==================== lsb_mem_port
Fig. 1: lsb_mem_port, routed clock nets over the placement
Bar = 50 µm.
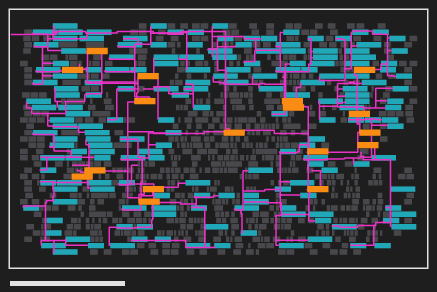

### config.mk
export PLATFORM = sky130hd
export DESIGN_NAME = lsb_mem_port
export DESIGN_NICKNAME = d
export VERILOG_FILES = /design/src/rtl/lsb_mem_port.sv
export SDC_FILE = /design/constraint.sdc
export NUM_CORES = 1
export LEC_CHECK = 0
export CAP_MARGIN = 20
export CORE_ASPECT_RATIO = 0.6
export CORE_MARGIN = 4
export CORE_UTILIZATION = 47
export DETAILED_ROUTE_END_ITERATION = 8
export PLACE_DENSITY_LB_ADDON = 0.2
export SETUP_SLACK_MARGIN = 0.3
export SYNTH_ARGS = -nofsm -noshare
export SYNTH_HDL_FRONTEND = slang
export SYNTH_SLANG_ARGS = --single-unit
### constraint.sdc
create_clock -name clk_in -period 3.3 [get_ports clk_in]
set_input_delay 0.33 -clock clk_in [delete_from_list [all_inputs] [get_ports clk_in]]
set_output_delay 0.33 -clock clk_in [all_outputs]
set_load 0.01 [all_outputs]
### src/rtl/lsb_mem_port.sv
// Byte-serial responder between the load/store buffer and the 8-bit RAM/IO bus.
// Define MEMCTRL_IO_STALL_EN to hold IO-window stores while io_buffer_full is set.
module lsb_mem_port #(
    parameter logic [31:0] IO_BASE = 32'h00030000,
    parameter int          RAM_LAT = 1
) (
    input  logic        clk_in,
    input  logic        rst_in,
    input  logic        rdy_in,
    input  logic        clear_flag,
    input  logic        full_mem,
    input  logic [31:0] addr,
    input  logic [31:0] data,
    input  logic [3:0]  op,
    output logic        mem_ready,
    output logic [31:0] mem_val,
    input  logic [7:0]  mem_din,
    output logic [7:0]  mem_dout,
    output logic [31:0] mem_a,
    output logic        mem_wr,
    input  logic        io_buffer_full,
    output logic        busy
);
    typedef enum logic [1:0] {IDLE, LOAD, STORE, DONE} state_t;

    localparam logic [2:0] LAT = 3'(RAM_LAT);

    state_t      state, state_n;
    logic [2:0]  cnt, cnt_n;
    logic        restart, restart_n;
    logic [31:0] req_addr_p0, req_addr_n;
    logic [31:0] req_data_p0, req_data_n;
    logic [2:0]  req_op_p0, req_op_n;
    logic [31:0] ld_buf, ld_buf_n;
    logic        wr_q, wr_n;
    logic        ready_n;
    logic [31:0] val_n;
    logic [31:0] a_n;
    logic [7:0]  dout_n;
    logic [2:0]  nbytes;
    logic [2:0]  cnt_inc;
    logic [1:0]  next_idx;
    logic        stall;

    function automatic logic [31:0] extend_load(input logic [31:0] raw, input logic [2:0] kind);
        logic signed [7:0]  b;
        logic signed [15:0] h;
        logic signed [31:0] s;
        b = raw[7:0];
        h = raw[15:0];
        s = 32'(h);
        if (kind[1]) begin
            s = raw;
        end else if (kind[0]) begin
            s = kind[2] ? {16'b0, raw[15:0]} : 32'(h);
        end else begin
            s = kind[2] ? {24'b0, raw[7:0]} : 32'(b);
        end
        return s;
    endfunction

`ifdef MEMCTRL_IO_STALL_EN
    logic io_hit;
    assign io_hit = (req_addr_p0 - IO_BASE) < 32'd8;
    assign stall  = (state == STORE) && io_hit && io_buffer_full;
`else
    logic unused_io;
    assign unused_io = io_buffer_full;
    assign stall     = 1'b0;
`endif

    always_comb begin
        unique case (req_op_p0[1:0])
            2'b00:   nbytes = 3'd1;
            2'b01:   nbytes = 3'd2;
            default: nbytes = 3'd4;
        endcase
    end

    assign cnt_inc  = cnt + 3'd1;
    assign next_idx = cnt_inc[1:0];
    assign mem_wr   = wr_q & rdy_in & ~stall;
    assign busy     = (state != IDLE);

    always_comb begin
        state_n    = state;
        cnt_n      = cnt;
        restart_n  = restart;
        req_addr_n = req_addr_p0;
        req_data_n = req_data_p0;
        req_op_n   = req_op_p0;
        ld_buf_n   = ld_buf;
        wr_n       = wr_q;
        ready_n    = mem_ready;
        val_n      = mem_val;
        a_n        = mem_a;
        dout_n     = mem_dout;
        unique case (state)
            IDLE: begin
                if (full_mem && rdy_in && !clear_flag) begin
                    req_addr_n = addr;
                    req_data_n = data;
                    req_op_n   = op[2:0];
                    cnt_n      = 3'd0;
                    restart_n  = 1'b0;
                    a_n        = addr;
                    if (op[3]) begin
                        state_n = STORE;
                        dout_n  = data[7:0];
                        wr_n    = 1'b1;
                    end else begin
                        state_n = LOAD;
                        wr_n    = 1'b0;
                    end
                end
            end
            LOAD: begin
                if (clear_flag) begin
                    state_n   = IDLE;
                    cnt_n     = 3'd0;
                    restart_n = 1'b0;
                end else if (!rdy_in) begin
                    // A paused load loses its in-flight byte, so replay from byte 0.
                    restart_n = 1'b1;
                end else if (restart) begin
                    restart_n = 1'b0;
                    cnt_n     = 3'd0;
                    a_n       = req_addr_p0;
                end else if (cnt == nbytes + LAT - 3'd1) begin
                    val_n   = extend_load(ld_buf, req_op_p0);
                    ready_n = 1'b1;
                    state_n = DONE;
                end else begin
                    ld_buf_n[{cnt[1:0], 3'b000} +: 8] = mem_din;
                    if (cnt_inc < nbytes) begin
                        a_n = req_addr_p0 + {29'b0, cnt_inc};
                    end
                    cnt_n = cnt_inc;
                end
            end
            STORE: begin
                // Stores are already committed, so a flush does not cut them short.
                if (rdy_in && !stall) begin
                    if (cnt_inc < nbytes) begin
                        a_n    = req_addr_p0 + {29'b0, cnt_inc};
                        dout_n = req_data_p0[{next_idx, 3'b000} +: 8];
                        cnt_n  = cnt_inc;
                    end else begin
                        wr_n    = 1'b0;
                        ready_n = 1'b1;
                        val_n   = 32'd0;
                        state_n = DONE;
                    end
                end
            end
            DONE: begin
                if (rdy_in) begin
                    ready_n = 1'b0;
                    state_n = IDLE;
                end
            end
            default: state_n = IDLE;
        endcase
    end

    always_ff @(posedge clk_in) begin
        if (rst_in) begin
            state     <= IDLE;
            cnt       <= 3'd0;
            restart   <= 1'b0;
            wr_q      <= 1'b0;
            mem_ready <= 1'b0;
            mem_val   <= 32'd0;
            mem_a     <= 32'd0;
            mem_dout  <= 8'd0;
        end else begin
            state     <= state_n;
            cnt       <= cnt_n;
            restart   <= restart_n;
            wr_q      <= wr_n;
            mem_ready <= ready_n;
            mem_val   <= val_n;
            mem_a     <= a_n;
            mem_dout  <= dout_n;
        end
    end

    always_ff @(posedge clk_in) begin
        req_addr_p0 <= req_addr_n;
        req_data_p0 <= req_data_n;
        req_op_p0   <= req_op_n;
        ld_buf      <= ld_buf_n;
    end
endmodule

==================== regfile_multiport
<file path="config.mk">
export PLATFORM = sky130hd
export DESIGN_NAME = regfile_multiport
export DESIGN_NICKNAME = d
export VERILOG_FILES = /design/src/rtl/regfile_multiport.sv
export SDC_FILE = /design/constraint.sdc
export NUM_CORES = 2
export LEC_CHECK = 0
export CORE_MARGIN = 1
export CORE_UTILIZATION = 61
export CTS_CLUSTER_SIZE = 20
export DETAILED_ROUTE_END_ITERATION = 6
export GPL_ROUTABILITY_DRIVEN = 0
export HOLD_SLACK_MARGIN = 0.15
export PLACE_DENSITY = 0.78
export SYNTH_ARGS = -nofsm -noshare
export SYNTH_HDL_FRONTEND = slang
export SYNTH_SLANG_ARGS = --single-unit
</file>
<file path="constraint.sdc">
create_clock -name clock -period 4.83 [get_ports clock]
set_input_delay 0.483 -clock clock [delete_from_list [all_inputs] [get_ports clock]]
set_output_delay 0.483 -clock clock [all_outputs]
set_load 0.01 [all_outputs]
</file>
<file path="src/rtl/regfile_multiport.sv">
// Parametrised multi-read-port register file with byte-masked writes, optional
// write-to-read bypass, optional hardwired zero register and a sequential bulk-clear sweep.
module regfile_multiport #(
    parameter int unsigned DATA_W   = 32,
    parameter int unsigned ADDR_W   = 5,
    parameter int unsigned NUM_RD   = 2,
    parameter bit          BYPASS   = 1'b0,
    parameter bit          ZERO_REG = 1'b1
) (
    input  logic                       clock,
    input  logic                       ctrl_reset_n,
    input  logic                       ctrl_writeEn,
    input  logic [ADDR_W-1:0]          ctrl_writeReg,
    input  logic [DATA_W/8-1:0]        ctrl_writeMask,
    input  logic [DATA_W-1:0]          data_writeReg,
    input  logic [NUM_RD*ADDR_W-1:0]   ctrl_readReg,
    output logic [NUM_RD*DATA_W-1:0]   data_readReg,
    input  logic                       ctrl_clear,
    output logic                       clear_busy,
    output logic                       clear_done
);

    localparam int unsigned DEPTH  = 1 << ADDR_W;
    localparam int unsigned NBYTES = DATA_W / 8;
    localparam int unsigned IDX_W  = ADDR_W + 1;

    typedef enum logic {
        ST_IDLE  = 1'b0,
        ST_SWEEP = 1'b1
    } state_e;

    state_e              state_q, state_d;
    logic [IDX_W-1:0]    idx_q, idx_d;
    logic                busy_q, busy_d;
    logic                done_q, done_d;
    logic [DATA_W-1:0]   mem_q [DEPTH];
    logic [DATA_W-1:0]   mem_d [DEPTH];

    logic                wr_ok_c;
    logic [DATA_W-1:0]   wr_merged_c;
    logic [ADDR_W-1:0]   rd_addr_c [NUM_RD];

    function automatic logic [DATA_W-1:0] merge_bytes(
        input logic [DATA_W-1:0] old_val,
        input logic [DATA_W-1:0] new_val,
        input logic [NBYTES-1:0] mask
    );
        logic [DATA_W-1:0] res;
        res = old_val;
        for (int b = 0; b < NBYTES; b++) begin
            if (mask[b]) begin
                res[b*8 +: 8] = new_val[b*8 +: 8];
            end
        end
        return res;
    endfunction

    // A write is live only in IDLE and never to the hardwired zero register
    always_comb begin
        wr_ok_c     = ctrl_writeEn && (state_q == ST_IDLE) &&
                      !(ZERO_REG && (ctrl_writeReg == '0));
        wr_merged_c = merge_bytes(mem_q[ctrl_writeReg], data_writeReg, ctrl_writeMask);
    end

    always_comb begin
        state_d = state_q;
        idx_d   = idx_q;
        busy_d  = busy_q;
        done_d  = 1'b0;
        for (int i = 0; i < DEPTH; i++) begin
            mem_d[i] = mem_q[i];
        end
        case (state_q)
            ST_IDLE: begin
                if (wr_ok_c) begin
                    mem_d[ctrl_writeReg] = wr_merged_c;
                end
                if (ctrl_clear) begin
                    state_d = ST_SWEEP;
                    idx_d   = '0;
                    busy_d  = 1'b1;
                end
            end
            ST_SWEEP: begin
                mem_d[idx_q[ADDR_W-1:0]] = '0;
                idx_d = idx_q + IDX_W'(1);
                if (idx_q == IDX_W'(DEPTH - 1)) begin
                    state_d = ST_IDLE;
                    busy_d  = 1'b0;
                    done_d  = 1'b1;
                end
            end
        endcase
    end

    always_ff @(posedge clock or negedge ctrl_reset_n) begin
        if (!ctrl_reset_n) begin
            state_q <= ST_IDLE;
            idx_q   <= '0;
            busy_q  <= 1'b0;
            done_q  <= 1'b0;
            for (int i = 0; i < DEPTH; i++) begin
                mem_q[i] <= '0;
            end
        end else begin
            state_q <= state_d;
            idx_q   <= idx_d;
            busy_q  <= busy_d;
            done_q  <= done_d;
            for (int i = 0; i < DEPTH; i++) begin
                mem_q[i] <= mem_d[i];
            end
        end
    end

    // Combinational read ports; zero register wins over bypass
    always_comb begin
        data_readReg = '0;
        for (int p = 0; p < NUM_RD; p++) begin
            rd_addr_c[p] = ctrl_readReg[p*ADDR_W +: ADDR_W];
            if (ZERO_REG && (rd_addr_c[p] == '0)) begin
                data_readReg[p*DATA_W +: DATA_W] = '0;
            end else if (BYPASS && wr_ok_c && (rd_addr_c[p] == ctrl_writeReg)) begin
                data_readReg[p*DATA_W +: DATA_W] = wr_merged_c;
            end else begin
                data_readReg[p*DATA_W +: DATA_W] = mem_q[rd_addr_c[p]];
            end
        end
    end

    assign clear_busy = busy_q;
    assign clear_done = done_q;

endmodule
</file>
Fig. 2: regfile_multiport, cell sizes after repair
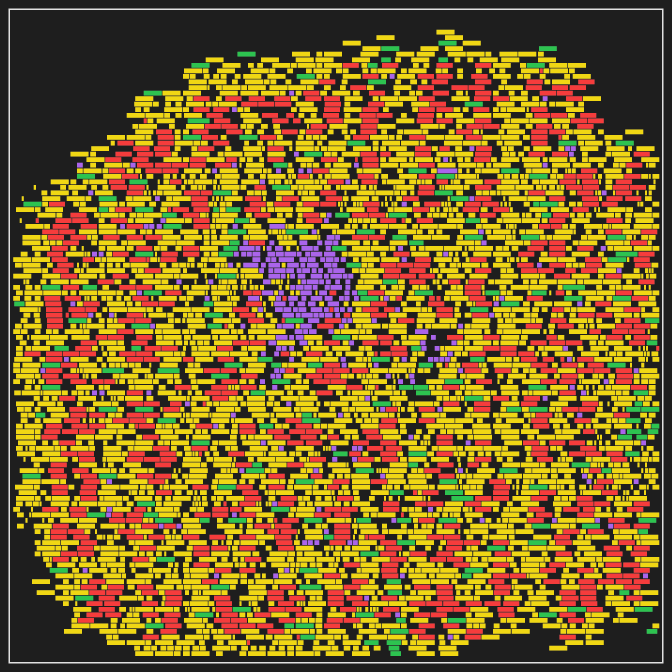
Key: x3 and x4 = purple [cells 296, share 6.7%]; x6 and larger = green [cells 200, share 4.5%]; x1 and smaller = yellow [cells 3,060, share 69%]; x2 = red [cells 849, share 19%]

==> results.yml, regfile_multiport <==
# implementation run metrics
status:
  status: "finished with violations"
  violations: "DRC"
cells_and_area:
  largestClassByArea: "multi-input combinational cells"
  areaGrowthSynthToFinish_pct: 12.1
  clk_share_pct: 5.29
  antennaDiodeCount: 35
  buffer_area_share_pct: 5.49
  design_area_mm2: 0.0689
  sh_comb_area_pct: 48.7
  inv_count: 102
  drive_above_1_share_pct: 30.5
  final_nets: 4383
  comb_area_mm2: 0.0336
  nFillCells: 6555
timing:
  finalSetupViolCount: 0
  timing.final.crit_share_pct: 88.5
  slew_headroom_pct: 7.26
  skew_ps: 29.4
  fin_ws_ps: 556
grt:
  globalRouteOverflowTotal: 0
floorplanning:
  num_tap_cells: 1298
  core-area_mm2: 0.100
route:
  ant_nets: 0
  remaining_drc_errors: 52
  top_layer: "met5"
  met1Wirelength_um: 79200
  vias_per_cell: 9.06
setup_path:
  worst_setup_path_start_kind: "input pin"
  slowest_delay_ps: 1100
  startpoint: "ctrl_readReg[5]"
  arrival_ps: 3790
  r2r_end: "mem_q[710]"
  rrSetupSlack_ps: 1360
  reg2reg_depth: 6
  critical_path.cell_chain: "buf_8 -> buf_4 -> o41ai_2 -> buf_4 -> o21ai_0 -> clkdlybuf4s50_1"
power:
  switching_share_pct: 32.0
  power_mw: 22.9
  seqPwrFrac_pct: 41.4
  ir_drop_uv: 300
synth:
  ys_types: 59
  edf_count: 0
  syn_avg_cell_area_um2: 14.1
  aoi_share_pct: 18.5
  ys_top_cells_by_area: "dfrtp_1, mux4_2, a22o_1, mux2i_1, clkbuf_1"
  syn_area_mm2: 0.0615
  ys_top_cells_by_count: "dfrtp_1, a22o_1, mux4_2"
  synthFlopType: "dfrtp_1"
clock_network:
  cts.clk_slew.worst_paths_ps: 60
  cts-root-buf: "clkbuf_16"
  insertion_delay_ps: 740
Fig. 3: lsb_mem_port, cell sizes after repair
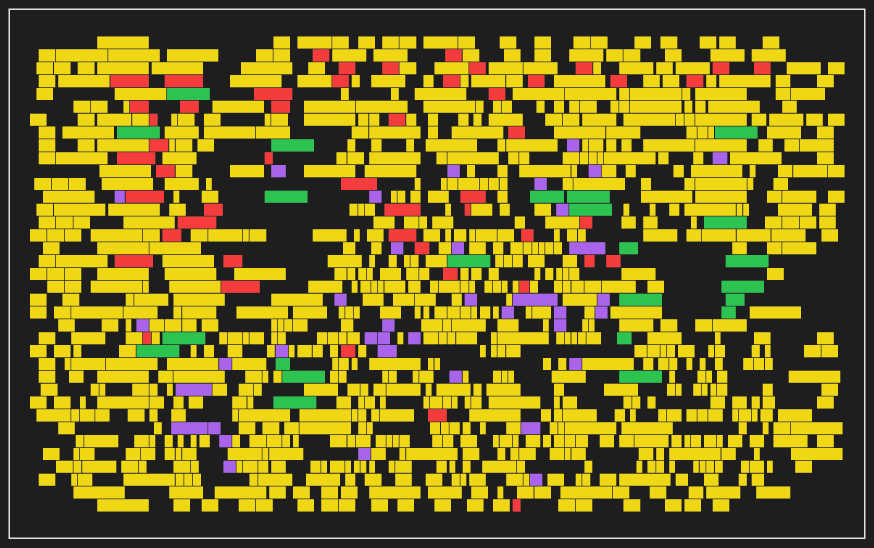
Key: x2 = red [cells 50, share 5.3%]; x1 and smaller = yellow [cells 831, share 88%]; x6 and larger = green [cells 23, share 2.4%]; x3 and x4 = purple [cells 38, share 4.0%]
Final Worst Setup Slack: 488 ps
area grow syn2layout: 29.3%
Buffers, non-clock: 183
design area: 0.0109 mm²

Notes on Fig. 1 above:
Key: clock wires = magenta [length 2,280 µm]; clock-net drivers = orange [count 17]; flip-flops = cyan [count 179]
Position of the flops: all over the die.

==> results.yml, lsb_mem_port <==
# implementation run metrics
clock_network:
  cts.clk_slew.worst_paths_ps: 70
  cts.hold.buffers_added: 0
  clock_sinks: 179
  tritoncts: "built"
  cts_max_path_buffers: 2
  cts_resized: 1
  insertion_delay_ps: 430
placed_design:
  io_buffer_count: 155
  placedCellCount: 1144
  gp_congestion: 0.859
  post-place-ws_ps: 311
route:
  remaining_drc_errors: 0
  vias_per_cell: 5.75
  wl_per_cell_um: 19.2
  drt_iter0_drc: 838
  wl_met3_um: 2310
  routed_wl_um: 22600
floorplanning:
  fp.dieW_um: 181
  core-area_mm2: 0.0174
  fp_util_pct: 48.4
cells_and_area:
  nFillCells: 1428
  sh_seq_area_pct: 42.1
  drive_above_1_share_pct: 11.8
  regArea_mm2: 0.00458
  flops: 179
  fin_cells: 1176
synth:
  yosysMostFrequentCell: "edfxtp_1"
  async_flop_share_pct: 0
  ys_types: 66
  yosysChipArea_mm2: 0.00841
  yosys_warnings: 0
  aoi_share_pct: 16.8
  ys_top_cells_by_count: "edfxtp_1, dfxtp_1, nor2_1"
  ys_cells: 771
  syn_avg_cell_area_um2: 10.9
  syn_area_mm2: 0.00841
  synth-seq-cells: 179
  syn-num-nets: 872
  adder_share_pct: 2.92
hold_path:
  worstHoldEndpoint: "req_op_p0[2]"
  whs_path_depth: 1
setup_path:
  slowest_delay_ps: 610
  startpoint: "cnt[0]"
  worstSetupPathType: "flop to flop"
  crit_path_frequent_cell: "a21oi_1"
  cp_slowest_cell: "or4_1"
  worstReg2RegStart: "cnt[0]"
  r2r_end: "cnt[1]"
  reg2reg_depth: 9
  critPathCapture: "cnt[1]"
timing:
  whs_ps: 454
  slew_headroom_pct: 44.4
  finalSetupViolCount: 0
power:
  power_mw: 6.21
  p_int_mw: 4.21
  switchingPower_mw: 2.00
  power_frac_comb_pct: 27.3
  sequentialPower_mw: 2.64
  ir_drop_uv: 373
status:
  status: "complete, no violations"
grt:
  grt.met2_usage_pct: 30.1
  grt_max_degree: 57
  grt_pass1_vias: 6554

==> screenshots <==
Routed metal per tile.
shot_01.png
The die is cut into 32 by 32 equal tiles; dark blue is low, red is high, scaled to the fullest tile. Values are wire area over tile area, all layers added.
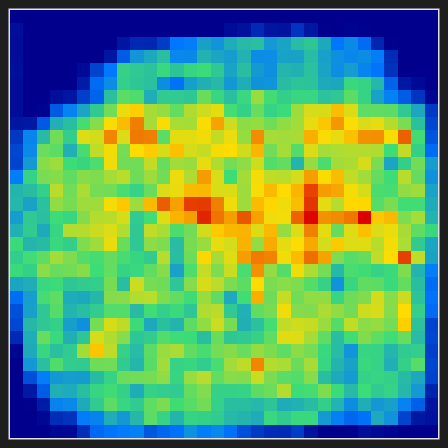
shot_02.png
The die is cut into 36 by 22 equal tiles; dark blue is low, red is high, scaled to the fullest tile. Values are wire area over tile area, all layers added.
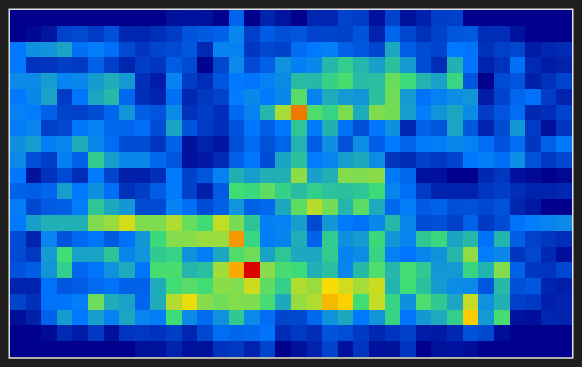
shot_01.png: regfile_multiport
shot_02.png: lsb_mem_port

Key to shot_01.png:
11% of the tiles are nearly empty. The mean over all tiles is 0.50. 48% of the tiles are over half the peak. The densest ninth of the die: center. The emptiest ninth of the die: upper left.



==> notes/layouts.md <==
Pictures saved along the way, in no particular order.

Cell placement.
(a)
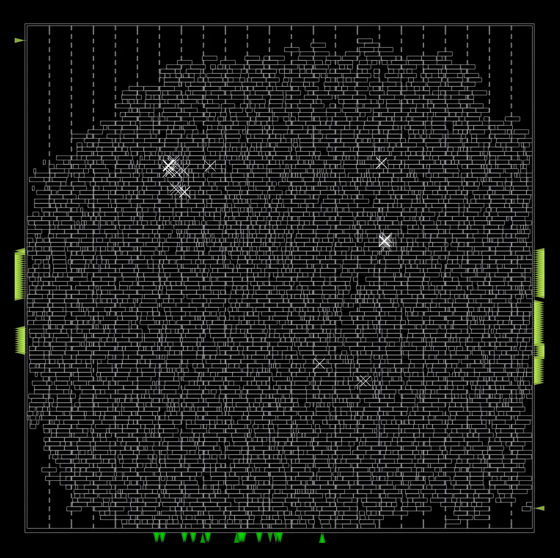
(b)
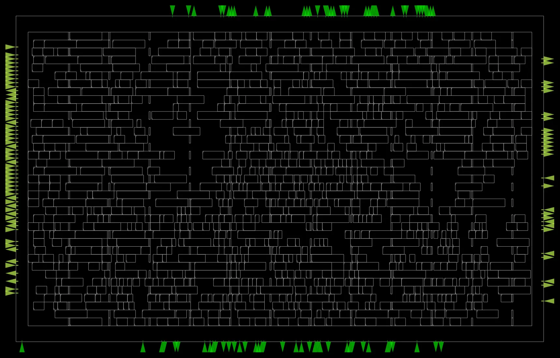
(b) -> lsb_mem_port
(a) -> regfile_multiport

Power and IR drop assume default switching activity.
